=== program_counter_stack ===
**program_counter_stack: sequential cells coloured by netlist name**

Other sequential cells in the stronger grey, the rest of the logic in the fainter grey.
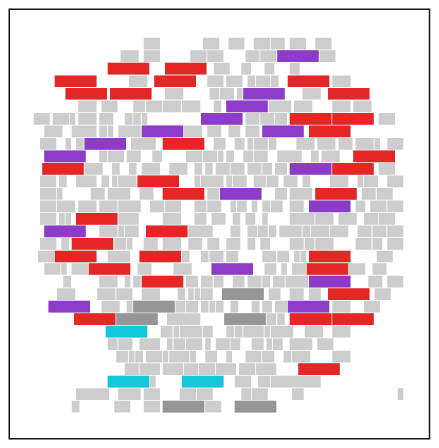
$ cat src/rtl/program_counter_stack.sv
// Instruction program counter with a hardware return-address stack for interrupt nesting.
// Optional feature macro PC_NESTED_INT_EN: full RET_STACK_DEPTH nesting; undefined limits to one active handler.
module program_counter_stack #(
  parameter int unsigned  ADDR_WIDTH_MEM  = 16,
  parameter int unsigned  DDR_ADDR_WIDTH  = 28,
  parameter int unsigned  ISA_DEPTH       = 64,
  parameter int unsigned  TOTAL_ISA_DEPTH = 128,
  parameter int unsigned  INT_REGION_BASE = 'hC000,
  parameter int unsigned  JMP_SHIFT       = 3,
  parameter int unsigned  RET_STACK_DEPTH = 4,
  localparam int unsigned LVL_W           = $clog2(RET_STACK_DEPTH) + 1
) (
  input  logic                      clk_i,
  input  logic                      rst_ni,
  input  logic                      int_i,
  input  logic                      ret_valid_i,
  input  logic                      ins_inp_valid_i,
  input  logic [DDR_ADDR_WIDTH-1:0] jmp_addr_pc_i,
  input  logic                      ins_cache_rdy_i,
  input  logic [9:0]                load_times_i,
  output logic [ADDR_WIDTH_MEM-1:0] addr_ins_o,
  output logic                      int_ack_o,
  output logic [LVL_W-1:0]          stack_level_o,
  output logic                      stack_ovf_o,
  output logic                      stack_udf_o
);

`ifdef PC_NESTED_INT_EN
  localparam int unsigned EFF_DEPTH = RET_STACK_DEPTH;
  localparam bit          OVF_EN    = 1'b1;
`else
  localparam int unsigned EFF_DEPTH = 1;
  localparam bit          OVF_EN    = 1'b0;
`endif
  localparam int unsigned PTR_W = (EFF_DEPTH > 1) ? $clog2(EFF_DEPTH) : 1;
  localparam int unsigned STK_N = 2 ** PTR_W;
  localparam int unsigned CMP_W = ADDR_WIDTH_MEM + 10;
  localparam logic [ADDR_WIDTH_MEM-1:0] JMP_SENTINEL = {1'b1, {(ADDR_WIDTH_MEM-1){1'b0}}};

  typedef enum logic [1:0] {START, RUN, JUMP, RET_END} state_e;

  state_e                    state_q;
  logic [ADDR_WIDTH_MEM-1:0] addr_q;
  logic                      ack_q;
  logic                      ovf_q;
  logic                      udf_q;
  logic                      int_q;
  logic                      pend_q;
  logic [LVL_W-1:0]          level_q;
  logic [ADDR_WIDTH_MEM-1:0] stack_q [STK_N];

  logic             int_edge_d;
  logic             stk_empty_d;
  logic             stk_full_d;
  logic             inc_ok_d;
  logic [CMP_W-1:0] blk_end_d;
  logic [PTR_W-1:0] push_idx_d;
  logic [PTR_W-1:0] pop_idx_d;

  // Block-end compare is done at full product width so large load_times never wrap.
  always_comb begin
    int_edge_d  = int_i & ~int_q;
    stk_empty_d = (level_q == '0);
    stk_full_d  = (level_q == LVL_W'(EFF_DEPTH));
    push_idx_d  = level_q[PTR_W-1:0];
    pop_idx_d   = PTR_W'(level_q - LVL_W'(1));
    blk_end_d   = CMP_W'(ISA_DEPTH) * CMP_W'(load_times_i);
    inc_ok_d    = ins_inp_valid_i && ins_cache_rdy_i && !ret_valid_i
                  && ((addr_q < ADDR_WIDTH_MEM'(TOTAL_ISA_DEPTH))
                      || (addr_q >= ADDR_WIDTH_MEM'(INT_REGION_BASE)))
                  && (CMP_W'(addr_q) != blk_end_d);
  end

  always_ff @(posedge clk_i or negedge rst_ni) begin
    if (!rst_ni) begin
      state_q <= START;
      addr_q  <= '0;
      ack_q   <= 1'b0;
      ovf_q   <= 1'b0;
      udf_q   <= 1'b0;
      int_q   <= 1'b0;
      pend_q  <= 1'b0;
      level_q <= '0;
      for (int unsigned i = 0; i < STK_N; i++) stack_q[i] <= '0;
    end else begin
      int_q <= int_i;
      ack_q <= 1'b0;
      if (int_edge_d) pend_q <= 1'b1;
      case (state_q)
        START: state_q <= RUN;
        RUN: begin
          // Return outranks interrupt; a blocked interrupt simply stays pending.
          if (ret_valid_i) begin
            if (!stk_empty_d) begin
              addr_q  <= stack_q[pop_idx_d];
              level_q <= level_q - LVL_W'(1);
              state_q <= RET_END;
            end else begin
              udf_q <= 1'b1;
            end
          end else if (pend_q && !stk_full_d) begin
            stack_q[push_idx_d] <= addr_q;
            level_q <= level_q + LVL_W'(1);
            ack_q   <= 1'b1;
            pend_q  <= int_edge_d;
            addr_q  <= JMP_SENTINEL;
            state_q <= JUMP;
          end else begin
            if (pend_q && OVF_EN) ovf_q <= 1'b1;
            if (inc_ok_d) addr_q <= addr_q + ADDR_WIDTH_MEM'(1);
          end
        end
        JUMP: begin
          if (ins_inp_valid_i) begin
            addr_q  <= ADDR_WIDTH_MEM'(jmp_addr_pc_i >> JMP_SHIFT);
            state_q <= RUN;
          end
        end
        RET_END: begin
          if (ins_cache_rdy_i) state_q <= RUN;
        end
        default: state_q <= START;
      endcase
    end
  end

  assign addr_ins_o    = addr_q;
  assign int_ack_o     = ack_q;
  assign stack_level_o = level_q;
  assign stack_ovf_o   = ovf_q;
  assign stack_udf_o   = udf_q;

endmodule
$ cat config.mk
export PLATFORM = sky130hd
export DESIGN_NAME = program_counter_stack
export DESIGN_NICKNAME = d
export VERILOG_FILES = /design/src/rtl/program_counter_stack.sv
export SDC_FILE = /design/constraint.sdc
export NUM_CORES = 1
export LEC_CHECK = 0
export CORE_AREA = 5 5 86 88
export CTS_BUF_LIST = sky130_fd_sc_hd__clkbuf_2 sky130_fd_sc_hd__clkbuf_4 sky130_fd_sc_hd__clkbuf_8
export DETAILED_ROUTE_END_ITERATION = 12
export DIE_AREA = 0 0 91 93
export PLACE_DENSITY = 0.81
export SLEW_MARGIN = 5
export SYNTH_ARGS = -nofsm -noshare
export SYNTH_HDL_FRONTEND = slang
export SYNTH_SLANG_ARGS = --single-unit
$ cat constraint.sdc
create_clock -name clk_i -period 2.6 [get_ports clk_i]
set_input_delay 0.78 -clock clk_i [delete_from_list [all_inputs] [get_ports clk_i]]
set_output_delay 0.78 -clock clk_i [all_outputs]
set_load 0.02 [all_outputs]
==> notes.org <==
* Implementation run

** Placed design
- Number of cells after detailed placement :: 444
- After detailed placement, the total cell area comes to 4050 um^2.

** Critical path
- The slowest stage of the critical path belongs to the cell sky130_fd_sc_hd__clkdlybuf4s50_1.
- The required time at the worst endpoint is listed as 1.82 ns.
- Per the timing report, the biggest fanout along the worst path comes to 10.

** CTS
- In the CTS report, the clock slew at the register clock pins of the worst setup and hold paths is listed as 0.06 ns.
- For this design, the CTS-stage hold fixing added 0 buffers.
- After clock tree synthesis, the repair step resized 0 gates.

** Routing
- Per-cell routed wire length :: 17.4 um

** Flow run
- The stage logs contain a warning count of 44.

** Final layout
- The count of cells in the finished layout, fillers not included, comes to 460.
- Measured on the final layout, buffering overhead outside the clock network stands at 16.2%.
- Nonclk inv count :: 14
- Count of non-CTS buffers in the layout :: ~72
- Per the final layout report, the fraction of cells sized above drive strength 1 comes to 20.3%.
- At the end of the flow, the number of nets in the layout was 428.

** Synth
- After synthesis, the largest area contributor takes up 41.7% of total cell area.
- Summing the areas of all compound-gate instances in the mapped netlist gives between 10% and 20% of the synthesized area.
- Dominant flop cell :: sky130_fd_sc_hd__dfrtp_1

** Final timing
- For this run, the final setup violation count is recorded as 0.
- Final hold viol count :: 0
- Least-Margin Pin Slew :: 0.545 ns

** Status
- Result of the run :: finished, final reports clean

** Hold path
- Checking hold timing, the worst path is listed with class in -> async.

** Global route
- Summed over all layers, the global routing overflow is 0.
- The number of global-route vias before repair came to 2683.

** Power
- Worst VDD drop :: 0.578 mV
- Power after layout :: 0.00449 W
About 'sequential cells coloured by netlist name' of program_counter_stack:
colour	name in the netlist	sequential cells
purple	addr_ins_o	16
cyan	stack_level_o	3
red	stack_q	32

==> report_power, final <==
group	internal (W)	leakage [nW]	switching, W
combinational	0.00107	1.08	0.000994
sequential	0.00120	0.742	0.000341
clock	0.000541	0.114	0.000338
total	0.00281	1.94	0.00167
==> flip-flops by register name, summed over array words and instances, names as in the netlist <==
register	cells
stack_q	32
addr_ins_o	16
pend_q	1
int_q	1
state_q	2
stack_udf_o	1
int_ack_o	1
stack_level_o	3
==> worst reg2reg max path: stages, from the launching register on <==
cell	delay, ns
sky130_fd_sc_hd__dfrtp_1	0.41
sky130_fd_sc_hd__buf_4	0.22
sky130_fd_sc_hd__ha_1	0.21
sky130_fd_sc_hd__nand2b_4	0.09
sky130_fd_sc_hd__a21oi_1	0.29
sky130_fd_sc_hd__nand4_1	0.16
sky130_fd_sc_hd__and2_4	0.26
sky130_fd_sc_hd__buf_4	0.17
sky130_fd_sc_hd__a31o_1	0.18
==> metal layers <==
metal / vias to the layer above / GRT usage [%] / wire length (um)
met5: - / 0 / 0
met4: 0 / 5.99 / 129
met3: 14 / 4.59 / 353
met2: 61 / 34.0 / 4030
met1: 1312 / 24.8 / 3470
li1: 1257 / - / -

=== seq3_decode ===
==> src/rtl/seq_pkg.sv <==
// Shared definitions for the three-step sequencer decoder.
//   LEN_W_DEF   : default width of the run-length field
//   seq_state_t : decoder FSM states
//   step_next   : 0 -> 1 -> 2 -> 0 step advance
`ifndef BITS
`define BITS 16
`endif

package seq_pkg;

  localparam int LEN_W_DEF = 24;

  typedef enum logic [2:0] {
    SYNC,
    CAP0,
    CAP1,
    CAP2,
    LOCKED
  } seq_state_t;

  function automatic logic [1:0] step_next(input logic [1:0] s);
    return (s == 2'd2) ? 2'd0 : s + 2'd1;
  endfunction

endpackage

==> src/rtl/run_meter.sv <==
// Change detector and saturating run-length counter.
// Ports:
//   clk, rst   : clock, synchronous active-high reset
//   sig        : stepped input signal
//   change     : sig differs from the value held on the previous cycle
//   run_len    : cycles the previous value has been held (valid at a change)
//   run_val    : value of the run that a change terminates
//   saturated  : counter is pinned at its maximum
`ifndef BITS
`define BITS 16
`endif

module run_meter
  import seq_pkg::*;
#(
  parameter int BITS  = `BITS,
  parameter int LEN_W = LEN_W_DEF
) (
  input  logic                   clk,
  input  logic                   rst,
  input  logic signed [BITS-1:0] sig,
  output logic                   change,
  output logic [LEN_W-1:0]       run_len,
  output logic signed [BITS-1:0] run_val,
  output logic                   saturated
);

  localparam logic [LEN_W-1:0] CNT_MAX = '1;

  logic signed [BITS-1:0] prev;
  logic [LEN_W-1:0]       cnt;

  assign change    = (sig != prev);
  assign run_len   = cnt;
  assign run_val   = prev;
  assign saturated = (cnt == CNT_MAX);

  // The cycle that brings a new value counts as the first cycle of its run.
  always_ff @(posedge clk) begin
    if (rst) begin
      prev <= '0;
      cnt  <= '0;
    end else begin
      prev <= sig;
      if (change)
        cnt <= LEN_W'(1);
      else if (!saturated)
        cnt <= cnt + LEN_W'(1);
    end
  end

endmodule

==> src/rtl/seq3_decode.sv <==
// Recovers the three levels and the step length of a three-step sequencer
// from its output, and tracks which step is currently on the line.
// Ports:
//   clk, rst   : clock, synchronous active-high reset
//   sigIn      : stepped signal under observation
//   l0, l1, l2 : captured levels (held after lock is lost)
//   len        : recovered step length, run cycles minus one
//   locked     : pattern confirmed
//   step       : index of the level currently on sigIn while locked, else 0
`ifndef BITS
`define BITS 16
`endif

module seq3_decode
  import seq_pkg::*;
#(
  parameter int BITS  = `BITS,
  parameter int LEN_W = LEN_W_DEF
) (
  input  logic                    clk,
  input  logic                    rst,
  input  logic signed [BITS-1:0]  sigIn,
  output logic signed [BITS-1:0]  l0,
  output logic signed [BITS-1:0]  l1,
  output logic signed [BITS-1:0]  l2,
  output logic signed [LEN_W-1:0] len,
  output logic                    locked,
  output logic [1:0]              step
);

  logic                   change;
  logic [LEN_W-1:0]       run_len;
  logic signed [BITS-1:0] run_val;
  logic                   saturated;

  run_meter #(
    .BITS  (BITS),
    .LEN_W (LEN_W)
  ) u_meter (
    .clk       (clk),
    .rst       (rst),
    .sig       (sigIn),
    .change    (change),
    .run_len   (run_len),
    .run_val   (run_val),
    .saturated (saturated)
  );

  seq_state_t             state, state_nx;
  logic signed [BITS-1:0] cand0, cand1;
  logic [LEN_W-1:0]       nref;
  logic                   cap0_en, cap1_en, lock_en;
  logic                   locked_nx;
  logic [1:0]             step_nx;
  logic signed [BITS-1:0] exp_lvl;
  logic                   len_ok;

  assign len_ok = (run_len == nref);

  always_comb begin
    case (step)
      2'd0:    exp_lvl = l0;
      2'd1:    exp_lvl = l1;
      default: exp_lvl = l2;
    endcase
  end

  always_comb begin
    state_nx  = state;
    cap0_en   = 1'b0;
    cap1_en   = 1'b0;
    lock_en   = 1'b0;
    locked_nx = locked;
    step_nx   = step;
    case (state)
      SYNC: begin
        // The run in progress started before we were watching; drop it.
        if (change) state_nx = CAP0;
      end
      CAP0: begin
        if (change) begin
          cap0_en  = 1'b1;
          state_nx = CAP1;
        end
      end
      CAP1: begin
        if (change) begin
          if (len_ok) begin
            cap1_en  = 1'b1;
            state_nx = CAP2;
          end else begin
            state_nx = SYNC;
          end
        end
      end
      CAP2: begin
        if (change) begin
          if (len_ok) begin
            lock_en   = 1'b1;
            locked_nx = 1'b1;
            step_nx   = 2'd0;
            state_nx  = LOCKED;
          end else begin
            state_nx = SYNC;
          end
        end
      end
      LOCKED: begin
        if (change) begin
          if (len_ok && (run_val == exp_lvl))
            step_nx = step_next(step);
          else
            state_nx = SYNC;
        end
      end
      default: state_nx = SYNC;
    endcase
    // A value held past the counter range can't belong to a valid pattern.
    if (saturated && !change) state_nx = SYNC;
    if (state_nx != LOCKED) begin
      locked_nx = 1'b0;
      step_nx   = 2'd0;
    end
  end

  always_ff @(posedge clk) begin
    if (rst) begin
      state  <= SYNC;
      locked <= 1'b0;
      step   <= 2'd0;
      l0     <= '0;
      l1     <= '0;
      l2     <= '0;
      len    <= '0;
    end else begin
      state  <= state_nx;
      locked <= locked_nx;
      step   <= step_nx;
      // The third candidate is taken straight from the meter so that all
      // outputs update on the locking edge together.
      if (lock_en) begin
        l0  <= cand0;
        l1  <= cand1;
        l2  <= run_val;
        len <= $signed(nref - LEN_W'(1));
      end
    end
  end

  // Candidate storage is only meaningful once the FSM has walked through the
  // capture states after a reset, so it carries no reset of its own.
  always_ff @(posedge clk) begin
    if (cap0_en) begin
      cand0 <= run_val;
      nref  <= run_len;
    end
    if (cap1_en) cand1 <= run_val;
  end

endmodule

==> config.mk <==
export PLATFORM = sky130hd
export DESIGN_NAME = seq3_decode
export DESIGN_NICKNAME = d
export VERILOG_FILES = /design/src/rtl/seq_pkg.sv /design/src/rtl/run_meter.sv /design/src/rtl/seq3_decode.sv
export SDC_FILE = /design/constraint.sdc
export NUM_CORES = 1
export LEC_CHECK = 0
export CAP_MARGIN = 25
export CELL_PAD_IN_SITES_DETAIL_PLACEMENT = 2
export CELL_PAD_IN_SITES_GLOBAL_PLACEMENT = 2
export CORE_MARGIN = 1.5
export CORE_UTILIZATION = 33
export CTS_BUF_LIST = sky130_fd_sc_hd__clkbuf_2 sky130_fd_sc_hd__clkbuf_4 sky130_fd_sc_hd__clkbuf_8
export DETAILED_ROUTE_END_ITERATION = 8
export GPL_TIMING_DRIVEN = 0
export PLACE_DENSITY_LB_ADDON = 0.2
export SLEW_MARGIN = 10
export SYNTH_ARGS = -nofsm -noshare
export SYNTH_HDL_FRONTEND = slang
export SYNTH_SLANG_ARGS = --single-unit
export TNS_END_PERCENT = 1
==> constraint.sdc <==
create_clock -name clk -period 3.4 [get_ports clk]
set_input_delay 0.68 -clock clk [delete_from_list [all_inputs] [get_ports clk]]
set_output_delay 0.68 -clock clk [all_outputs]
set_load 0.01 [all_outputs]
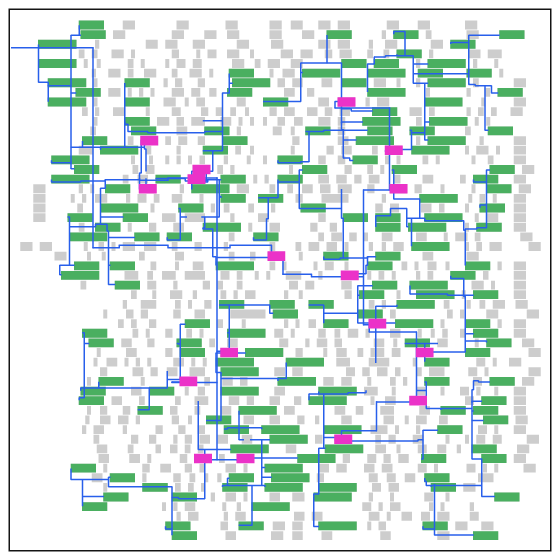
**Above:** seq3_decode (routed clock nets over the placement).
[magenta] clock drivers | count: 17
[green] flip-flops | count: 174
[blue] clock wires | length: 2130 um
routed clock nets	18

==> notes.org <==
* Implementation run

** Critical path
- Highest cell delay on the worst timing path :: around 0.68 ns
- Per STA, the worst path is made up of clkdlybuf4s50_1 -> xnor2_1 -> nand4_1 -> nor4_4 -> nand2b_1 -> or3_1 -> buf_4 -> buf_6 -> nand2_1 -> a21oi_1.
- The worst register-to-register path ends at step[0]$_SDFFE_PP0P_.
- STA classifies the critical path startpoint as a primary input.
- Launching instance or port of the critical path :: sigIn[4]
- According to the timing report, the arrival time at the worst endpoint equals 3.56 ns.

** Power
- The sequential power reported by the tool is 0.00225 W.
- The power report attributes to the clock group a share of 36.6%.
- Power after layout :: 0.00386 W
- In this run the static leakage power is about 3.0 nW.

** Synth
- FFs w/ async S/R, synth :: 0%
- Yosys cell count :: 735
- In this run the cell area of the synthesized design comes to 7370 um^2.
- In the synthesized netlist, the number of instances is approximately 740.
- Per the synth log, the flip-flop and latch total comes to between 150 and 200.
- According to the Yosys statistics, the synthesized design has a chip area of about 7400 um^2.

** Routing
- Drt first pass iters :: 4
- Summing over every cut layer, the via total after detailed routing is approximately 6000.
- Per-cell via count in the routed design :: 5.17
- Drc violations :: 0
- Per-cell routed wire length :: 21.2 um

** Final layout
- In the finished layout, the clock tree contains a buffer count of 17.
- According to the finish report, the design has a final net count of 869.
- Most instantiated logic cells after routing :: 128 x sky130_fd_sc_hd__nand2_1, 118 x sky130_fd_sc_hd__dfxtp_1, 91 x sky130_fd_sc_hd__clkdlybuf4s50_1, 56 x sky130_fd_sc_hd__nor2_1, 56 x sky130_fd_sc_hd__edfxtp_1
- Of all the cell area in the finished design, the clock network holds 4.25%.
- Largest class :: sequential cells
- In the final layout, flip-flops and latches occupy 4040 um^2.
- In the final layout, the share of cells above drive strength 1 is 7.89%.

** Final timing
- Post-layout worst setup margin :: between 0.2 and 0.25 ns
- Setup violations, final :: 0
- Highest achievable clock rate :: 0.315 GHz
- Setup repair after global routing missed its margin :: false

** Status
- The run finished with clean final reports.

** Floorplan
- Count of standard-cell rows :: 54

** CTS
- # H-tree levels :: 4
- For the worst-skew pair, the clock arrives at the later sink with an insertion delay of 0.48 ns.
- TritonCTS built the clock tree.
- CTS hold repair buffers :: 0
- CTS sink cnt :: approximately 170

** Placed design
- I/O Buffers :: roughly 91
- The post-placement cell area is between 8000 and 9000 um^2.

** Global route
- Global routing finished with a remaining overflow of 0.

** Hold path
- Tightest Hold Check Type :: reg -> reg
- Worst hold path startpoint :: u_meter.run_len[3]$_SDFFE_PP0P_
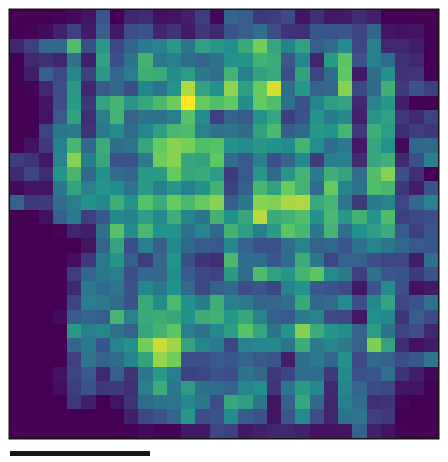
**Above:** seq3_decode (wiring heat map).
Bar = 50 um. 30 x 30 tiles, from dark purple (low) to yellow (high), scaled to the fullest tile. Values are wire area over tile area, all layers added.
tiles over half the peak	25%
nearly empty tiles	12%
emptiest ninth of the die	bottom left
fullest tile	0.48
mean over tiles	0.16

## routing by layer
layer	up-vias	GRT usage, %	routed length (um)
met5	-	0	0
met3	25	3.04	918
met1	2980	29.1	11300
met2	110	35.6	11600
met4	0	6.32	342
li1	2791	-	-
## cells by family after synthesis
kind of cell	Yosys count	share of synthesized area [%]
AOI/OAI and AO/OA	114	9.84
xor gates and xnor gates	87	10.3
buffers and inverters	42	2.80
adders and majority gates	2	0.339
and+or+nand+nor	299	19.5
DFF	174	54.9
muxes	17	2.33
## cells in the mapped netlist (all sizes together), types with 2 or more instances
library cell	n	share of area [%]
a211o	4	0.48
a211oi	26	2.8
a21oi	54	3.7
a311oi	3	0.36
a31oi	3	0.25
and2	2	0.17
and3	5	0.42
and4	3	0.36
buf	19	1.6
clkbuf	18	0.92
dfxtp	118	32
edfxtp	56	23
ha	2	0.34
inv	5	0.25
mux2i	16	2.2
nand2	128	6.5
nand2b	5	0.42
nand3	13	0.88
nand3b	3	0.31
nand4	17	1.4
nor2	57	2.9
nor2b	28	2.5
nor3	8	0.70
nor4	14	1.3
o211a	4	0.54
o211ai	4	0.41
o21ai	12	0.81
or2	3	0.25
or3	6	0.64
or4	5	0.51
xnor2	32	3.8
xor2	55	6.5

=== spi_slave_rx_flat ===
===== config.mk =====
export PLATFORM = sky130hd
export DESIGN_NAME = spi_slave_rx_flat
export DESIGN_NICKNAME = d
export VERILOG_FILES = /design/src/rtl/spi_slave_rx_if.sv /design/src/rtl/spi_slave_rx.sv /design/src/flat_wrapper.sv
export SDC_FILE = /design/constraint.sdc
export NUM_CORES = 1
export LEC_CHECK = 0
export CAP_MARGIN = 20
export CORE_MARGIN = 4
export CORE_UTILIZATION = 45
export CTS_CLUSTER_SIZE = 8
export DETAILED_ROUTE_END_ITERATION = 6
export PLACE_DENSITY_LB_ADDON = 0.08
export SLEW_MARGIN = 0
export SYNTH_ARGS = -nofsm -noshare
export SYNTH_HDL_FRONTEND = slang
export SYNTH_SLANG_ARGS = --single-unit

===== constraint.sdc =====
create_clock -name clk -period 1.6 [get_ports clk]
set_input_delay 0.16 -clock clk [delete_from_list [all_inputs] [get_ports clk]]
set_output_delay 0.16 -clock clk [all_outputs]
set_load 0.01 [all_outputs]

===== src/rtl/spi_slave_rx_if.sv =====
// spi_slave_rx_if: SPI lines and consumer handshake of the SPI receive stage
// slave modport (the receiver):
//   in  spi_cs_l, sclk, spi_data   raw SPI lines from the master
//   in  data_ack                   consumer has taken dataout
//   out dataout[WIDTH], data_valid holding register and its valid flag
//   out overrun, frame_err         sticky error flags
//   out bit_count[5], busy         frame progress
// master modport is the mirror image, for whatever drives the lines and consumes words.
interface spi_slave_rx_if #(parameter int WIDTH = 16);
    logic             spi_cs_l;
    logic             sclk;
    logic             spi_data;
    logic             data_ack;
    logic [WIDTH-1:0] dataout;
    logic             data_valid;
    logic             overrun;
    logic             frame_err;
    logic [4:0]       bit_count;
    logic             busy;
    modport slave (
        input  spi_cs_l, sclk, spi_data, data_ack,
        output dataout, data_valid, overrun, frame_err, bit_count, busy
    );
    modport master (
        output spi_cs_l, sclk, spi_data, data_ack,
        input  dataout, data_valid, overrun, frame_err, bit_count, busy
    );
endinterface


===== src/rtl/spi_slave_rx.sv =====
// spi_slave_rx: oversampling SPI receiver, MSB-first deserialiser with valid/ack holding register
// Ports:
//   clk    system clock, all logic on its rising edge
//   reset  asynchronous, active-low
//   bus    spi_slave_rx_if.slave: SPI lines and data_ack in; dataout, data_valid,
//          overrun, frame_err, bit_count, busy out
// Parameters: WIDTH bits per frame (<= 31), SYNC_STAGES synchroniser depth (>= 2),
//             SAMPLE_EDGE 0 = sample on rising sclk, 1 = on falling sclk.
module spi_slave_rx #(
    parameter int WIDTH       = 16,
    parameter int SYNC_STAGES = 2,
    parameter bit SAMPLE_EDGE = 1'b0
) (
    input logic          clk,
    input logic          reset,
    spi_slave_rx_if.slave bus
);
    typedef enum logic [1:0] {IDLE, RECV, WAIT_CS} state_t;
    state_t                 state;
    logic [SYNC_STAGES-1:0] cs_q, sclk_q, data_q;
    logic                   cs_s, sclk_s, data_s, sclk_d;
    logic                   samp, abort, done;
    logic [WIDTH-1:0]       shift, dout;
    logic [4:0]             cnt;
    logic                   busy_q, valid_q, ovr_q, ferr_q;

    assign cs_s   = cs_q[SYNC_STAGES-1];
    assign sclk_s = sclk_q[SYNC_STAGES-1];
    assign data_s = data_q[SYNC_STAGES-1];
    assign samp   = SAMPLE_EDGE ? (sclk_d & ~sclk_s) : (sclk_s & ~sclk_d);
    // cs rising in the middle of a frame: the partial word is simply never loaded
    assign abort  = cs_s && state == RECV && cnt != 5'd0;

    // All three lines share the same depth so edges and data stay aligned;
    // the preset makes the first post-reset cycle look like an idle bus.
    always_ff @(posedge clk or negedge reset) begin
        if (!reset) begin
            cs_q   <= '1;
            sclk_q <= {SYNC_STAGES{SAMPLE_EDGE}};
            data_q <= '0;
            sclk_d <= SAMPLE_EDGE;
        end else begin
            cs_q   <= {cs_q[SYNC_STAGES-2:0], bus.spi_cs_l};
            sclk_q <= {sclk_q[SYNC_STAGES-2:0], bus.sclk};
            data_q <= {data_q[SYNC_STAGES-2:0], bus.spi_data};
            sclk_d <= sclk_s;
        end
    end

    always_ff @(posedge clk or negedge reset) begin
        if (!reset) begin
            state  <= IDLE;
            shift  <= '0;
            cnt    <= '0;
            busy_q <= 1'b0;
            done   <= 1'b0;
        end else begin
            done <= 1'b0;
            if (cs_s) begin
                state  <= IDLE;
                cnt    <= '0;
                busy_q <= 1'b0;
            end else begin
                case (state)
                    IDLE: begin
                        state  <= RECV;
                        busy_q <= 1'b1;
                    end
                    RECV: if (samp) begin
                        shift <= {shift[WIDTH-2:0], data_s};
                        cnt   <= cnt + 5'd1;
                        if (cnt == 5'(WIDTH - 1)) begin
                            state <= WAIT_CS;
                            done  <= 1'b1;
                        end
                    end
                    WAIT_CS: state <= WAIT_CS;
                    default: state <= IDLE;
                endcase
            end
        end
    end

    // A completing word beats a same-cycle ack (valid stays set, no overrun);
    // error events likewise beat the ack that would clear their flag.
    always_ff @(posedge clk or negedge reset) begin
        if (!reset) begin
            dout    <= '0;
            valid_q <= 1'b0;
            ovr_q   <= 1'b0;
            ferr_q  <= 1'b0;
        end else begin
            if (done)
                dout <= shift;
            valid_q <= done | (valid_q & ~bus.data_ack);
            ovr_q   <= (done & valid_q & ~bus.data_ack) | (ovr_q & ~bus.data_ack);
            ferr_q  <= abort | (ferr_q & ~bus.data_ack);
        end
    end

    assign bus.dataout    = dout;
    assign bus.data_valid = valid_q;
    assign bus.overrun    = ovr_q;
    assign bus.frame_err  = ferr_q;
    assign bus.bit_count  = cnt;
    assign bus.busy       = busy_q;
endmodule


===== src/flat_wrapper.sv =====
// flat-port wrapper written by rule: the top's interface ports become plain ports
module spi_slave_rx_flat 
#(
    parameter int WIDTH       = 16,
    parameter int SYNC_STAGES = 2,
    parameter bit SAMPLE_EDGE = 1'b0
)
  (clk, reset, bus_spi_cs_l, bus_sclk, bus_spi_data, bus_data_ack, bus_dataout, bus_data_valid, bus_overrun, bus_frame_err, bus_bit_count, bus_busy);
  spi_slave_rx_if #(.WIDTH(WIDTH)) bus_i ();
  input logic clk;
  input logic reset;
  input wire logic [$bits(bus_i.spi_cs_l)-1:0] bus_spi_cs_l;
  input wire logic [$bits(bus_i.sclk)-1:0] bus_sclk;
  input wire logic [$bits(bus_i.spi_data)-1:0] bus_spi_data;
  input wire logic [$bits(bus_i.data_ack)-1:0] bus_data_ack;
  output wire logic [$bits(bus_i.dataout)-1:0] bus_dataout;
  output wire logic [$bits(bus_i.data_valid)-1:0] bus_data_valid;
  output wire logic [$bits(bus_i.overrun)-1:0] bus_overrun;
  output wire logic [$bits(bus_i.frame_err)-1:0] bus_frame_err;
  output wire logic [$bits(bus_i.bit_count)-1:0] bus_bit_count;
  output wire logic [$bits(bus_i.busy)-1:0] bus_busy;
  assign bus_i.spi_cs_l = bus_spi_cs_l;
  assign bus_i.sclk = bus_sclk;
  assign bus_i.spi_data = bus_spi_data;
  assign bus_i.data_ack = bus_data_ack;
  assign bus_dataout = bus_i.dataout;
  assign bus_data_valid = bus_i.data_valid;
  assign bus_overrun = bus_i.overrun;
  assign bus_frame_err = bus_i.frame_err;
  assign bus_bit_count = bus_i.bit_count;
  assign bus_busy = bus_i.busy;
  spi_slave_rx #(.WIDTH(WIDTH), .SYNC_STAGES(SYNC_STAGES), .SAMPLE_EDGE(SAMPLE_EDGE)) u_core (.clk(clk), .reset(reset), .bus(bus_i));
endmodule

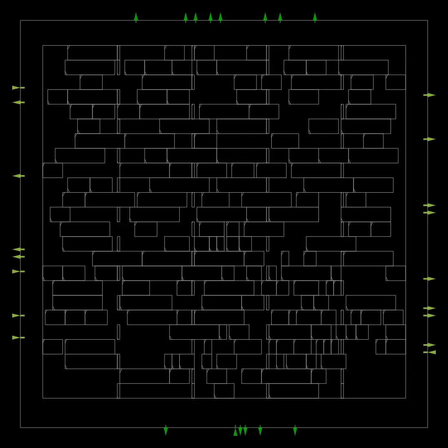
**Above:** spi_slave_rx_flat (placement view).
number of inserted filler cells in the final layout: 341
flop share of the area: 48.3%
count of standard-cell rows: 24
final core utilization: 60.4%

==> notes.org <==
* Implementation run

** CTS
- CTS hold repair buffers :: 1
- TritonCTS clock tree :: yes
- Deepest clock path buffer count :: 2
- CTS sink cnt :: 51

** Routing
- Residual antenna-violating net count after detailed routing :: 0

** Synth
- Summing all multiplexer cells gives an area fraction of 20.8%.
- Syn_area_per_cell :: 15.2 um^2
- FFs w/ async S/R, synth :: 100%
- Synthesis-stage register bit count :: 51
- The biggest area contributor in the post-synthesis netlist is sky130_fd_sc_hd__dfrtp_1.
- The mapped netlist covers about 2000 um^2.
- The main area contributors are sky130_fd_sc_hd__dfrtp_1 60%, sky130_fd_sc_hd__mux2_2 13%, sky130_fd_sc_hd__mux2_4 6.6%.
- Synthesis area per yosys :: 2040 um^2
- Number of synthesized flops with an enable pin :: 0
- Adder Share, Synth :: roughly 3.7%
- Aoi share :: 2.14%
- Simple-gate area share of the yosys netlist :: 6.80%
- Per the Yosys statistics, synthesis produced 134 cells.
- XOR Share, Synth :: less than 1%
- Synth unique cells :: 28
- Synth Seq Share :: 62.6%
- Syn. warnings :: 0

** Critical path
- Setup slack on the worst reg-to-reg path comes out at 0.07 ns.
- Worst setup path class :: reg -> reg
- Per the STA report, the cell with the highest stage delay on the worst path is sky130_fd_sc_hd__dfrtp_1.
- CP Cell Sequence :: ha_1 -> and3_1 -> ha_1 -> or2_2 -> a21oi_1
- Crit end category :: flip-flop
- Per the timing report, the biggest fanout along the worst path comes to 2.
- Worst flop-to-flop path endpoint :: u_core.bus.bit_count[4]$_DFFE_PN0P_
- Walking the critical path from launch to capture passes 5 cell instances.
- Worst R2R Start :: u_core.bus.bit_count[0]$_DFFE_PN0P_

** Power
- The highest supply drop recorded on VDD is 0.631 mV.
- The final power report lists total power as 0.00293 W.
- Register share of total power :: 49.3%
- The power report shows net switching accounting for 23.5% of the total.
- The biggest slice of the total power is consumed by registers.
- Comb pwr share :: 14.7%
- The clock network power reported by the tool is 0.00106 W.
- Relative contribution of the clock network to total power :: between 30% and 40%

** Final layout
- Number of inserted diodes :: 0
- Proportion of layout cells with a drive suffix above 1 :: 33.0%
- Among logic cells in the layout, the one with the most instances is sky130_fd_sc_hd__dfrtp_1.
- Clock Network Area Fraction :: about 5.3%
- Seq Cell Count :: 51
- Footprint of the flip-flops and latches :: 1280 um^2
- The library cells used most frequently in the layout, excluding fill and tap cells, are 49 x sky130_fd_sc_hd__dfrtp_1, 29 x sky130_fd_sc_hd__clkdlybuf4s50_1, 23 x sky130_fd_sc_hd__mux2_2, 9 x sky130_fd_sc_hd__mux2_4, 8 x sky130_fd_sc_hd__buf_4.
- Per the layout area report, the combinational gate area comes to 727 um^2.
- Largest class :: sequential cells
- At the end of the flow, the number of nets in the layout was roughly 190.
- Nonclk inv count :: 8
- # clk buffers :: 5
- Per the run report, area growth between synthesis and finish was 29.6%.
- The layout contains a multi-input combinational cell count of 71.

** Flow run
- Tool warnings :: 30
- The number of maximum-capacitance violations recorded for the run is 0.

** Floorplan
- Number of placed I/O pins :: 31
- Per the OpenROAD floorplan log, the area of the die is 5680 um^2.
- For this configuration, the core starts out at a cell density of around 47%.
- Y dimension of the die :: 75.4 um

** Final timing
- Final Max Slew Viols :: 0
- Ratio of final minimum period to clock period :: 95.3%
- In the final report, the number of hold violations comes to 0.

** Placed design
- The pre-CTS setup check shows a worst slack of around 0.028 ns.

** Global route
- Entering global routing, the biggest net connects 30 pins.
- Global-route wire length before repair :: a little under 6000 um
- Vias in the first global route :: approximately 1200

** Status
- The run finished with clean final reports.

** Hold path
- The report gives the cell count of the worst hold path as 1.
-- metrics by stage --
step	instance area (um^2)	hold WS (ns)	TNS, ns	instances	utilization, %
after global routing	2650	0.243	-0.00445	231	60.4
after CTS	2630	0.252	0	231	60.0
after floorplan	2040	-0.136	0	134	-
after detailed placement	2460	0.192	0	221	56.1
final	2650	0.267	0	231	60.4
after global placement	2460	0.176	0	221	56.1
-- state kept, by name (all words and copies together), names as in the netlist --
name	cells
u_core.shift	16
u_core.cs_q	2
u_core.bus.data_valid	1
u_core.sclk_d	1
u_core.sclk_q	2
u_core.bus.busy	1
u_core.bus.dataout	16
u_core.state	2
u_core.bus.overrun	1
u_core.done	1
u_core.bus.bit_count	5
u_core.bus.frame_err	1
u_core.data_q	2
-- per-layer routing --
layer  track usage [%]  share of wire [%]
met5                 0                  0
met2              21.9                 49
met4              6.21                2.1
met1              17.4                 44
met3              4.35                5.3
-- synth_stat cells (all sizes together) (2+ instances only) --
master / instances
mux2i: 3
nand3: 2
nand2b: 4
ha: 6
inv: 8
nor2: 8
a21oi: 3
dfstp: 2
dfrtp: 49
buf: 3
mux2: 32

=== relogio_ajustavel ===
**relogio_ajustavel: wiring heat map**

Bar = 20 um. 20 x 20 tiles, from dark purple (low) to yellow (high), scaled to the fullest tile. Values are wire area over tile area, all layers added.
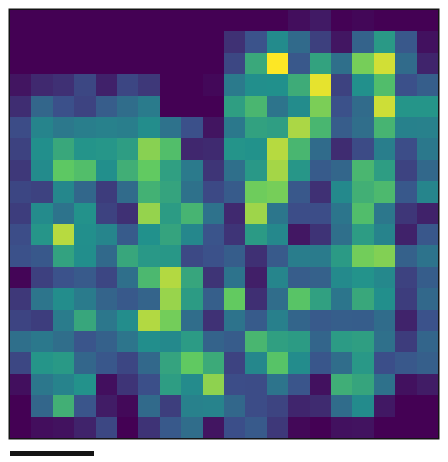
**relogio_ajustavel: sequential cells coloured by netlist name**

Other sequential cells in the stronger grey, the rest of the logic in the fainter grey.
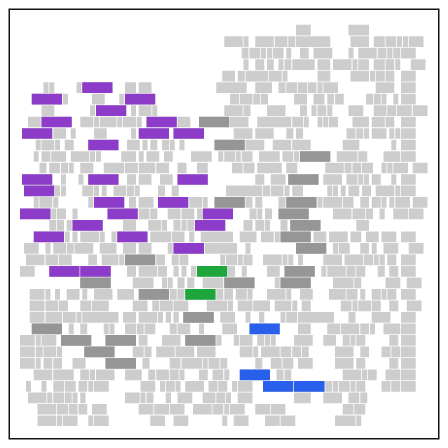
### config.mk
export PLATFORM = sky130hd
export DESIGN_NAME = relogio_ajustavel
export DESIGN_NICKNAME = d
export VERILOG_FILES = /design/src/rtl/relogio_pkg.sv /design/src/rtl/bcd_7seg.sv /design/src/rtl/contador_bcd_mod.sv /design/src/rtl/relogio_ajustavel.sv
export SDC_FILE = /design/constraint.sdc
export NUM_CORES = 1
export LEC_CHECK = 0
export CAP_MARGIN = 20
export CORE_MARGIN = 2
export CORE_UTILIZATION = 50
export CTS_CLUSTER_DIAMETER = 200
export CTS_CLUSTER_SIZE = 20
export DETAILED_ROUTE_END_ITERATION = 10
export GPL_TIMING_DRIVEN = 0
export PLACE_DENSITY = 0.74
export SYNTH_ARGS = -nofsm -noshare
export SYNTH_HDL_FRONTEND = slang
export SYNTH_HIERARCHICAL = 1
export SYNTH_SLANG_ARGS = --single-unit
### constraint.sdc
create_clock -name CLOCK_50 -period 9.9 [get_ports CLOCK_50]
set_input_delay 1.485 -clock CLOCK_50 [delete_from_list [all_inputs] [get_ports CLOCK_50]]
set_output_delay 1.485 -clock CLOCK_50 [all_outputs]
set_load 0.05 [all_outputs]
### src/rtl/relogio_pkg.sv
// relogio_pkg: shared types, 7-segment table and 12 h conversion for the adjustable clock
package relogio_pkg;
  typedef enum logic [1:0] {RUN, SET_H, SET_M} estado_t;
  typedef struct packed {
    logic pm;
    logic [7:0] bcd;
  } hora12_t;
  localparam logic [6:0] SEG_APAGADO = 7'h00;
  localparam logic [9:0][6:0] SEG_TAB = {7'h6F, 7'h7F, 7'h07, 7'h7D, 7'h6D,
                                         7'h66, 7'h4F, 7'h5B, 7'h06, 7'h3F};
  function automatic hora12_t hora_12h(input logic [7:0] bcd24);
    hora12_t r;
    logic [4:0] h, h12;
    h = 5'(bcd24[7:4]) * 5'd10 + 5'(bcd24[3:0]);
    h12 = (h == 5'd0) ? 5'd12 : (h > 5'd12) ? h - 5'd12 : h;
    r.pm = h >= 5'd12;
    r.bcd = (h12 >= 5'd10) ? {4'd1, 4'(h12 - 5'd10)} : {4'd0, h12[3:0]};
    return r;
  endfunction
endpackage

### src/rtl/bcd_7seg.sv
// bcd_7seg: active-high {g,f,e,d,c,b,a} encoder, codes A-F blank
module bcd_7seg
  import relogio_pkg::*;
(
  input  logic [3:0] bcd,
  output logic [6:0] seg
);
  assign seg = (bcd < 4'd10) ? SEG_TAB[bcd] : SEG_APAGADO;
endmodule

### src/rtl/contador_bcd_mod.sv
// contador_bcd_mod: two-digit BCD counter wrapping at {MAX_MSD,MAX_LSD} with carry out
module contador_bcd_mod #(
  parameter logic [3:0] MAX_MSD = 4'd5,
  parameter logic [3:0] MAX_LSD = 4'd9
) (
  input  logic       clk,
  input  logic       rst,
  input  logic       inc,
  input  logic       clr,
  output logic [3:0] msd,
  output logic [3:0] lsd,
  output logic       carry
);
  logic no_max;
  assign no_max = (msd == MAX_MSD) && (lsd == MAX_LSD);
  assign carry = inc & no_max;
  always_ff @(posedge clk)
    if (rst || clr) {msd, lsd} <= 8'h00;
    else if (inc) {msd, lsd} <= no_max ? 8'h00 : (lsd == 4'd9) ? {msd + 4'd1, 4'd0} : {msd, lsd + 4'd1};
endmodule

### src/rtl/relogio_ajustavel.sv
// relogio_ajustavel: 24 h clock with hour/minute setting, blink, 12 h display and 7-segment/BCD outputs
module relogio_ajustavel
  import relogio_pkg::*;
#(
  parameter int CLK_HZ          = 50_000_000,
  parameter bit SEG_ATIVO_BAIXO = 1'b1
) (
  input  logic       CLOCK_50,
  input  logic       reset,
  input  logic       modo_12h,
  input  logic       btn_modo,
  input  logic       btn_inc,
  output logic [6:0] h_msd,
  output logic [6:0] h_lsd,
  output logic [6:0] m_msd,
  output logic [6:0] m_lsd,
  output logic [6:0] s_msd,
  output logic [6:0] s_lsd,
  output logic [7:0] bcd_h,
  output logic [7:0] bcd_m,
  output logic [7:0] bcd_s,
  output logic       pm,
  output logic       tick_1hz,
  output logic       ajustando
);
  localparam int PW = $clog2(CLK_HZ);
  estado_t estado;
  logic [PW-1:0] presc;
  logic btn_modo_q, btn_inc_q, ev_modo, ev_inc, fim, meio, run;
  logic inc_s, inc_m, inc_h, clr_s, c_s, c_m, c_h_unused;
  logic [3:0] hm, hl, mm, ml, sm, sl;
  hora12_t h12;
  logic [5:0][3:0] dig;
  logic [5:0] apaga;
  logic [5:0][6:0] seg_raw, seg;
  assign ev_modo = btn_modo & ~btn_modo_q;
  assign ev_inc = btn_inc & ~btn_inc_q & ~ev_modo;
  assign fim = presc == PW'(CLK_HZ - 1);
  assign meio = presc >= PW'(CLK_HZ / 2);
  assign run = estado == RUN;
  assign tick_1hz = fim;
  assign inc_s = run & fim & ~ev_modo;
  assign clr_s = run & ev_modo;
  assign inc_m = run ? c_s : (estado == SET_M) & ev_inc;
  assign inc_h = run ? c_m : (estado == SET_H) & ev_inc;
  always_ff @(posedge CLOCK_50)
    if (reset) begin
      estado <= RUN;
      ajustando <= 1'b0;
      presc <= '0;
      btn_modo_q <= 1'b1;
      btn_inc_q <= 1'b1;
    end else begin
      btn_modo_q <= btn_modo;
      btn_inc_q <= btn_inc;
      presc <= ((ev_modo && estado != SET_H) || fim) ? '0 : presc + PW'(1);
      if (ev_modo) begin
        estado <= run ? SET_H : (estado == SET_H) ? SET_M : RUN;
        ajustando <= run || estado == SET_H;
      end
    end
  contador_bcd_mod #(.MAX_MSD(4'd5), .MAX_LSD(4'd9)) u_seg (
    .clk(CLOCK_50), .rst(reset), .inc(inc_s), .clr(clr_s), .msd(sm), .lsd(sl), .carry(c_s));
  contador_bcd_mod #(.MAX_MSD(4'd5), .MAX_LSD(4'd9)) u_min (
    .clk(CLOCK_50), .rst(reset), .inc(inc_m), .clr(1'b0), .msd(mm), .lsd(ml), .carry(c_m));
  contador_bcd_mod #(.MAX_MSD(4'd2), .MAX_LSD(4'd3)) u_hora (
    .clk(CLOCK_50), .rst(reset), .inc(inc_h), .clr(1'b0), .msd(hm), .lsd(hl), .carry(c_h_unused));
  assign h12 = hora_12h({hm, hl});
  assign bcd_h = modo_12h ? h12.bcd : {hm, hl};
  assign bcd_m = {mm, ml};
  assign bcd_s = {sm, sl};
  assign pm = modo_12h & h12.pm;
  assign dig = {bcd_h, bcd_m, bcd_s};
  assign apaga = {{2{estado == SET_H && meio}}, {2{estado == SET_M && meio}}, 2'b00};
  for (genvar d = 0; d < 6; d++) begin : g_dig
    bcd_7seg u_conv (.bcd(dig[d]), .seg(seg_raw[d]));
    assign seg[d] = (apaga[d] ? SEG_APAGADO : seg_raw[d]) ^ {7{SEG_ATIVO_BAIXO}};
  end
  assign {h_msd, h_lsd, m_msd, m_lsd, s_msd, s_lsd} = seg;
endmodule

==> notes.org <==
* Implementation run

** Status
- Result of the run :: finished, final reports clean

** Global route
- After global routing the overflow that remains totals 0.
- Number of antenna violations at the first check in global routing :: 0
- Overall routing resource usage recorded by global route was 18.9%.

** Power
- Top contributor to total power :: registers
- Flop+latch power :: 0.000225 W
- Worst VDD drop :: 0.0667 mV
- Of the total power, registers draw between 50% and 60%.

** Synth
- Syn. warnings :: 6
- In this run, synthesis inferred 0 flip-flops with an integrated enable.
- Synthesized instance count :: ~570
- Commonest cells post-synth :: 58 x sky130_fd_sc_hd__nor2_1, 56 x sky130_fd_sc_hd__inv_1, 55 x sky130_fd_sc_hd__dfxtp_1
- Yosys attributes the largest share of cell area to sky130_fd_sc_hd__dfxtp_1 23%, sky130_fd_sc_hd__ha_1 13%, sky130_fd_sc_hd__nor2_1 4.6%.

** Floorplan
- According to the floorplan report, the total die area is between 10000 and 15000 um^2.
- The share of the core area taken by cells at floorplan is between 50% and 60%.
- The core region is about 9000 um^2.
- Y dimension of the die :: 101 um

** CTS
- TritonCTS clock tree :: yes
- CTS buffer count :: 5
- CTS hold repair buffers :: 0

** Flow run
- Per the run summary, max-cap violations total 0.
- Tool warnings :: 58

** Critical path
- STA classifies the critical path endpoint as an output pin.
- STA classifies the critical path startpoint as a flip-flop.
- According to the timing report, the critical path is captured at h_lsd[4].
- Depth of the critical timing path with buffers and inverters included :: 19
- CP Cell Sequence :: ha_1 -> ha_1 -> xor2_1 -> ha_1 -> or3b_1 -> nand2_1 -> a21oi_1 -> mux2_4 -> ha_1 -> nand3b_1 -> a21o_1 -> a31oi_1 -> inv_1 -> ha_1 -> nor3b_1 -> a21oi_1 -> o31ai_1 -> nand2_1 -> clkdlybuf4s50_1
- The worst setup path is of the reg -> out kind.
- STA shows the worst reg2reg path with a cell count of 17.
- Cell type group with the largest total delay on the critical path :: adder cells

** Placed design
- I/O Buffers :: 72
- The pre-CTS setup check shows a worst slack of 3.06 ns.
- HPWL after DPL :: 7370 um

** Hold path
- The min-delay analysis places its worst path in the category reg -> reg.

** Final timing
- The last timing report of the flow puts the setup violation total at 0.
- Final Max Slew Viols :: 0
- Final hold viol count :: 0

** Final layout
- Commonest non-fill, non-tap cell in the layout :: sky130_fd_sc_hd__clkdlybuf4s50_1
- Synth-to-layout area growth :: 20.5%
- Proportion of layout cells with a drive suffix above 1 :: 12.8%
- By area, the class that comes first in the final layout consists of combinational gates.
- Clock Network Area Fraction :: between 1.5 and 2%
- Multi-input gates account for between 50% and 60% of the area.
- The finished cells cover 5710 um^2.
- Final std cells w/o fill :: around 770
- The finished design was reported to have a net count of roughly 710.

** Routing
- After detailed routing, the total wire length is around 9500 um.
- After detailed routing, the average wire length per cell comes to 12.4 um.
## Picture notes: 'wiring heat map' of relogio_ajustavel
mean over tiles	0.15
emptiest ninth of the die	top left
tiles over half the peak	24%
nearly empty tiles	13%

## Picture notes: 'sequential cells coloured by netlist name' of relogio_ajustavel
colour	name in the netlist	sequential cells
green	estado	2
purple	presc	26
blue	u_min/msd	4

## layer usage
| layer | GRT usage (%) | part of all wire, % | wire, um |
|---|---|---|---|
| met1 | 24.4 | 48 | 4560 |
| met2 | 33.4 | 47 | 4450 |
| met3 | 2.14 | 3.6 | 344 |
| met4 | 4.78 | 1.4 | 131 |
| met5 | 0 | 0 | 0 |
## registers in the layout, indices dropped and copies added (netlist names)
register    cells
ajustando       1
btn_inc_q       1
u_hora/msd      4
u_seg/msd       4
u_hora/lsd      4
estado          2
u_seg/lsd       4
btn_modo_q      1
presc          26
u_min/lsd       4
u_min/msd       4
## cells by family after synthesis
| family | after synthesis | share of synthesized area [%] |
|---|---|---|
| buffers and inverters | 80 | 8.48 |
| AND-OR/OR-AND | 118 | 17.5 |
| flip-flops | 55 | 23.2 |
| other | 1 | 0.0792 |
| adder cells (fa/ha/maj) | 50 | 13.4 |
| XOR/XNOR | 39 | 7.50 |
| AND/OR/NAND/NOR | 227 | 28.6 |
| multiplexers | 4 | 1.22 |

=== stream_demux_flat ===
===== config.mk =====
export PLATFORM = sky130hd
export DESIGN_NAME = stream_demux_flat
export DESIGN_NICKNAME = d
export VERILOG_FILES = /design/src/rtl/stream_demux_if.sv /design/src/rtl/stream_demux.sv /design/src/flat_wrapper.sv
export SDC_FILE = /design/constraint.sdc
export NUM_CORES = 1
export LEC_CHECK = 0
export ABC_AREA = 1
export CORE_MARGIN = 1.5
export CORE_UTILIZATION = 52
export CTS_CLUSTER_DIAMETER = 40
export DETAILED_ROUTE_END_ITERATION = 12
export DONT_BUFFER_PORTS = 1
export GPL_ROUTABILITY_DRIVEN = 0
export PLACE_DENSITY = 0.79
export SYNTH_ARGS = -nofsm -noshare
export SYNTH_HDL_FRONTEND = slang
export SYNTH_SLANG_ARGS = --single-unit

===== constraint.sdc =====
create_clock -name clk -period 3.1 [get_ports clk]
set_input_delay 0.31 -clock clk [delete_from_list [all_inputs] [get_ports clk]]
set_output_delay 0.31 -clock clk [all_outputs]
set_load 0.02 [all_outputs]

===== src/rtl/stream_demux_if.sv =====
// rtl/stream_demux_if.sv - handshake and status bundle for stream_demux
interface stream_demux_if #(
  parameter int WIDTH = 8,
  parameter int SEL_W = 2,
  parameter int CNT_W = 16
);
  localparam int N = 2**SEL_W;

  logic                 in_valid;
  logic                 in_ready;
  logic [WIDTH-1:0]     in_data;
  logic [SEL_W-1:0]     in_sel;
  logic                 in_bcast;
  logic [N-1:0]         out_valid;
  logic [N-1:0]         out_ready;
  logic [N*WIDTH-1:0]   out_data;
  logic                 cnt_clr;
  logic [N*CNT_W-1:0]   cnt;

  // Demux side: consumes the upstream stream and produces the per-channel lanes
  modport slave (
    input  in_valid, in_data, in_sel, in_bcast, out_ready, cnt_clr,
    output in_ready, out_valid, out_data, cnt
  );

  // Environment side: drives upstream and downstream controls
  modport master (
    output in_valid, in_data, in_sel, in_bcast, out_ready, cnt_clr,
    input  in_ready, out_valid, out_data, cnt
  );
endinterface


===== src/rtl/stream_demux.sv =====
// rtl/stream_demux.sv - one-to-N stream demultiplexer with broadcast and per-channel counters
module stream_demux #(
  parameter int WIDTH = 8,
  parameter int SEL_W = 2,
  parameter int CNT_W = 16
) (
  input  logic          clk,
  input  logic          rst,
  stream_demux_if.slave bus
);
  localparam int N = 2**SEL_W;
  localparam logic [CNT_W-1:0] CNT_MAX = '1;
  localparam logic [CNT_W-1:0] CNT_ONE = CNT_W'(1);

  logic [N-1:0]            valid_q;
  logic [N-1:0][WIDTH-1:0] data_q;
  logic [N-1:0][CNT_W-1:0] cnt_q;
  logic [N-1:0]            free;
  logic [N-1:0]            drain;
  logic [N-1:0]            load;
  logic                    in_ready;

  // A channel is free when empty or being drained this cycle; broadcast needs every channel free
  always_comb begin
    free     = ~valid_q | bus.out_ready;
    drain    = valid_q & bus.out_ready;
    in_ready = bus.in_bcast ? (&free) : free[bus.in_sel];
    load     = '0;
    if (bus.in_valid && in_ready) begin
      if (bus.in_bcast) begin
        load = '1;
      end else begin
        load[bus.in_sel] = 1'b1;
      end
    end
  end

  // Output registers: a load takes precedence over a drain so a slot refills with no bubble
  always_ff @(posedge clk or posedge rst) begin
    if (rst) begin
      valid_q <= '0;
      data_q  <= '0;
    end else begin
      for (int k = 0; k < N; k++) begin
        if (load[k]) begin
          valid_q[k] <= 1'b1;
          data_q[k]  <= bus.in_data;
        end else if (drain[k]) begin
          valid_q[k] <= 1'b0;
        end
      end
    end
  end

  // Delivered-transfer counters: clear beats increment, saturate instead of wrapping
  always_ff @(posedge clk or posedge rst) begin
    if (rst) begin
      cnt_q <= '0;
    end else begin
      for (int k = 0; k < N; k++) begin
        if (bus.cnt_clr) begin
          cnt_q[k] <= '0;
        end else if (drain[k] && (cnt_q[k] != CNT_MAX)) begin
          cnt_q[k] <= cnt_q[k] + CNT_ONE;
        end
      end
    end
  end

  assign bus.in_ready  = in_ready;
  assign bus.out_valid = valid_q;
  assign bus.out_data  = data_q;
  assign bus.cnt       = cnt_q;
endmodule


===== src/flat_wrapper.sv =====
// flat-port wrapper written by rule: the top's interface ports become plain ports
module stream_demux_flat 
#(
  parameter int WIDTH = 8,
  parameter int SEL_W = 2,
  parameter int CNT_W = 16
)
  (clk, rst, bus_in_valid, bus_in_data, bus_in_sel, bus_in_bcast, bus_out_ready, bus_cnt_clr, bus_in_ready, bus_out_valid, bus_out_data, bus_cnt);
  stream_demux_if #(.WIDTH(WIDTH), .SEL_W(SEL_W), .CNT_W(CNT_W)) bus_i ();
  input  logic clk;
  input  logic rst;
  input wire logic [$bits(bus_i.in_valid)-1:0] bus_in_valid;
  input wire logic [$bits(bus_i.in_data)-1:0] bus_in_data;
  input wire logic [$bits(bus_i.in_sel)-1:0] bus_in_sel;
  input wire logic [$bits(bus_i.in_bcast)-1:0] bus_in_bcast;
  input wire logic [$bits(bus_i.out_ready)-1:0] bus_out_ready;
  input wire logic [$bits(bus_i.cnt_clr)-1:0] bus_cnt_clr;
  output wire logic [$bits(bus_i.in_ready)-1:0] bus_in_ready;
  output wire logic [$bits(bus_i.out_valid)-1:0] bus_out_valid;
  output wire logic [$bits(bus_i.out_data)-1:0] bus_out_data;
  output wire logic [$bits(bus_i.cnt)-1:0] bus_cnt;
  assign bus_i.in_valid = bus_in_valid;
  assign bus_i.in_data = bus_in_data;
  assign bus_i.in_sel = bus_in_sel;
  assign bus_i.in_bcast = bus_in_bcast;
  assign bus_i.out_ready = bus_out_ready;
  assign bus_i.cnt_clr = bus_cnt_clr;
  assign bus_in_ready = bus_i.in_ready;
  assign bus_out_valid = bus_i.out_valid;
  assign bus_out_data = bus_i.out_data;
  assign bus_cnt = bus_i.cnt;
  stream_demux #(.WIDTH(WIDTH), .SEL_W(SEL_W), .CNT_W(CNT_W)) u_core (.clk(clk), .rst(rst), .bus(bus_i));
endmodule

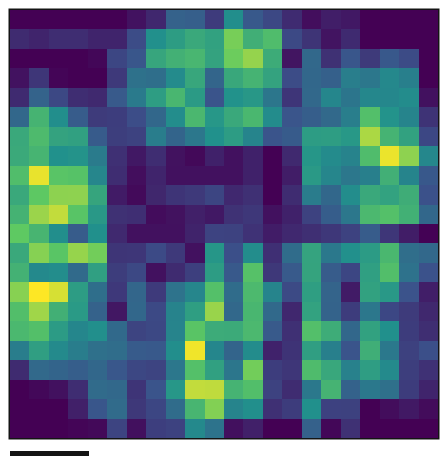
**Above:** stream_demux_flat (wiring heat map).
Bar = 20 um. 22 x 22 tiles, from dark purple (low) to yellow (high), scaled to the fullest tile. Values are wire area over tile area, all layers added.
emptiest ninth of the die	middle
fullest tile	0.57
mean over tiles	0.19
tiles over half the peak	28%
nearly empty tiles	9.1%

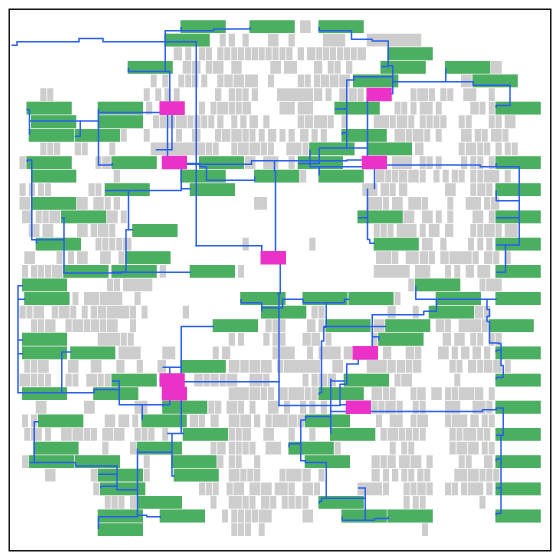
**Above:** stream_demux_flat (routed clock nets over the placement).
[magenta] clock drivers | count: 9
[green] flip-flops | count: 100
[blue] clock wires | length: 1180 um
flops lie	spread over the die

layer usage:
layer	global-route usage [%]	vias up
met5	0	-
met4	9.77	0
met3	7.47	23
met2	40.6	175
met1	29.9	2419
li1	-	2527
final cells by class:
class	instances	area [um^2]	share of cell area [%]
multi-input cells	600	2920	48.6
flip-flops and latches	100	2500	41.7
well taps	140	175	2.92
inverters	45	171	2.85
clock buffers	11	141	2.35
clock inverters	4	73.8	1.23
repair buffers	3	22.5	0.375
metrics by stage:
| step | setup slack [ns] | instance area (um^2) | utilization, % | total power (W) | std cells |
|---|---|---|---|---|---|
| 2_1_floorplan | 0.171 | 5740 | - | 0.00199 | 769 |
| 3_3_place_gp | 1.14 | 5790 | 53.7 | 0.00204 | 888 |
| 3_5_place_dp | 1.04 | 5790 | 53.7 | 0.00206 | 888 |
| 4_1_cts | 0.909 | 6010 | 55.7 | 0.00296 | 903 |
| 5_1_grt | 0.746 | 6010 | 55.7 | 0.00309 | 903 |
| 6_report | 0.890 | 6010 | 55.7 | 0.00294 | 903 |
registers in the layout, indices dropped and copies added (netlist names):
signal	count
u_core.bus.cnt	64
u_core.bus.out_valid	4
u_core.bus.out_data	32
==> notes.org <==
* Implementation run

** Status
- The run finished, with violations left.
- The final reports fail on hold timing.

** Critical path
- Arrival time of data at the critical path endpoint :: around 1.9 ns
- The critical path goes through nand3_1 -> nand3_1 -> a21oi_4.
- Last element of the critical path :: bus_in_ready
- STA lists the startpoint of the worst register-to-register path as u_core.bus.cnt[1]$_DFFE_PP0P_.
- Depth of the critical timing path with buffers and inverters included :: 3
- Launching instance or port of the critical path :: u_core.bus.out_valid[3]$_DFFE_PP0P_
- Cell with the largest stage delay on the worst path :: sky130_fd_sc_hd__a21oi_4

** Synth
- Dominant flop cell :: sky130_fd_sc_hd__dfrtp_1
- Sorting the synthesized cells by area gives the leading types as sky130_fd_sc_hd__dfrtp_1 44%, sky130_fd_sc_hd__nand2_1 20%, sky130_fd_sc_hd__nand4_1 8.1%.
- Synth Seq Share :: 43.6%
- The synthesis stat section lists a flop and latch total of 100.
- Cell accounting for the most synthesized area :: sky130_fd_sc_hd__dfrtp_1

** Final layout
- Number of inserted filler cells in the final layout :: 974
- The final antenna diode tally reported by the flow is 0.
- Most instantiated logic cells after routing :: 302 x sky130_fd_sc_hd__nand2_1, 100 x sky130_fd_sc_hd__dfrtp_1, 74 x sky130_fd_sc_hd__nand4_1, 70 x sky130_fd_sc_hd__nor2_1, 61 x sky130_fd_sc_hd__nand3_1

** Global route
- Total global routing overflow :: 0
- Global-route wire length before repair :: 23100 um
- The number of antenna violations at the first check in global routing came to 0.

** Routing
- The highest metal layer carrying signal wires in the routed design is met4.
- Drt first pass iters :: 5
- Once detail routing completed, the nets flagged for antenna violations numbered 0.
- The routed design uses 6860 um of met2 wire.

** Final timing
- Highest achievable clock rate :: 0.453 GHz
- Minimum hold slack :: -0.0103 ns
- Endpoints failing hold in the final report were tallied at 14.

** CTS
- For this design, the sink count on the clock tree is roughly 100.

** Power
- PwrDens :: 490 nW/um^2
- The script extracted a total leakage power of around 2.8 nW.

** Floorplan
- Die W :: around 110 um


==> layout pictures side by side <==
Routed clock nets over the placement.
(a)
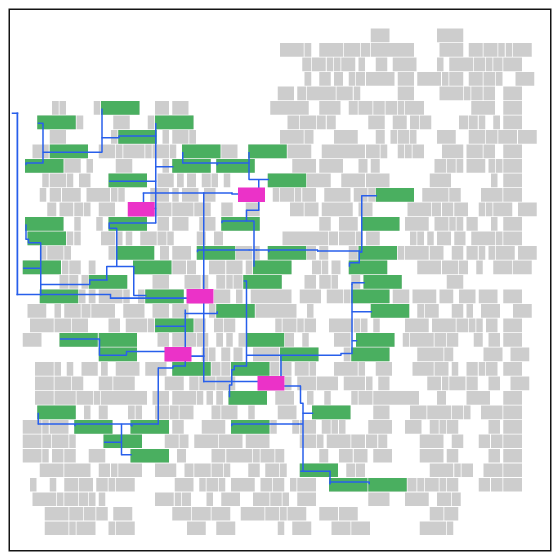
(b)
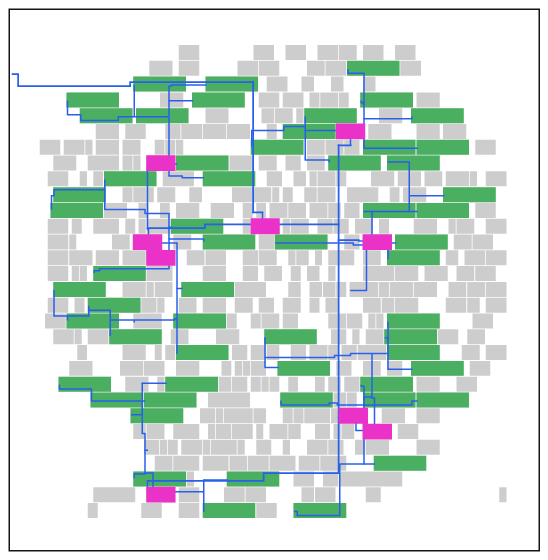
(c)
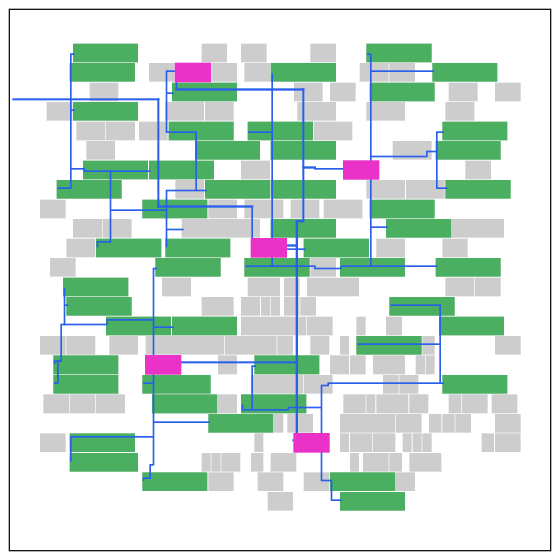
| from | picture |
|---|---|
| spi_slave_rx_flat | (c) |
| relogio_ajustavel | (a) |
| program_counter_stack | (b) |

Key to (c):
[green] flip-flops | count: 51
[blue] clock wires | length: 546 um
[magenta] clock drivers | count: 5
flops lie	spread over the die
routed clock nets	6

Power and IR drop assume default switching activity.
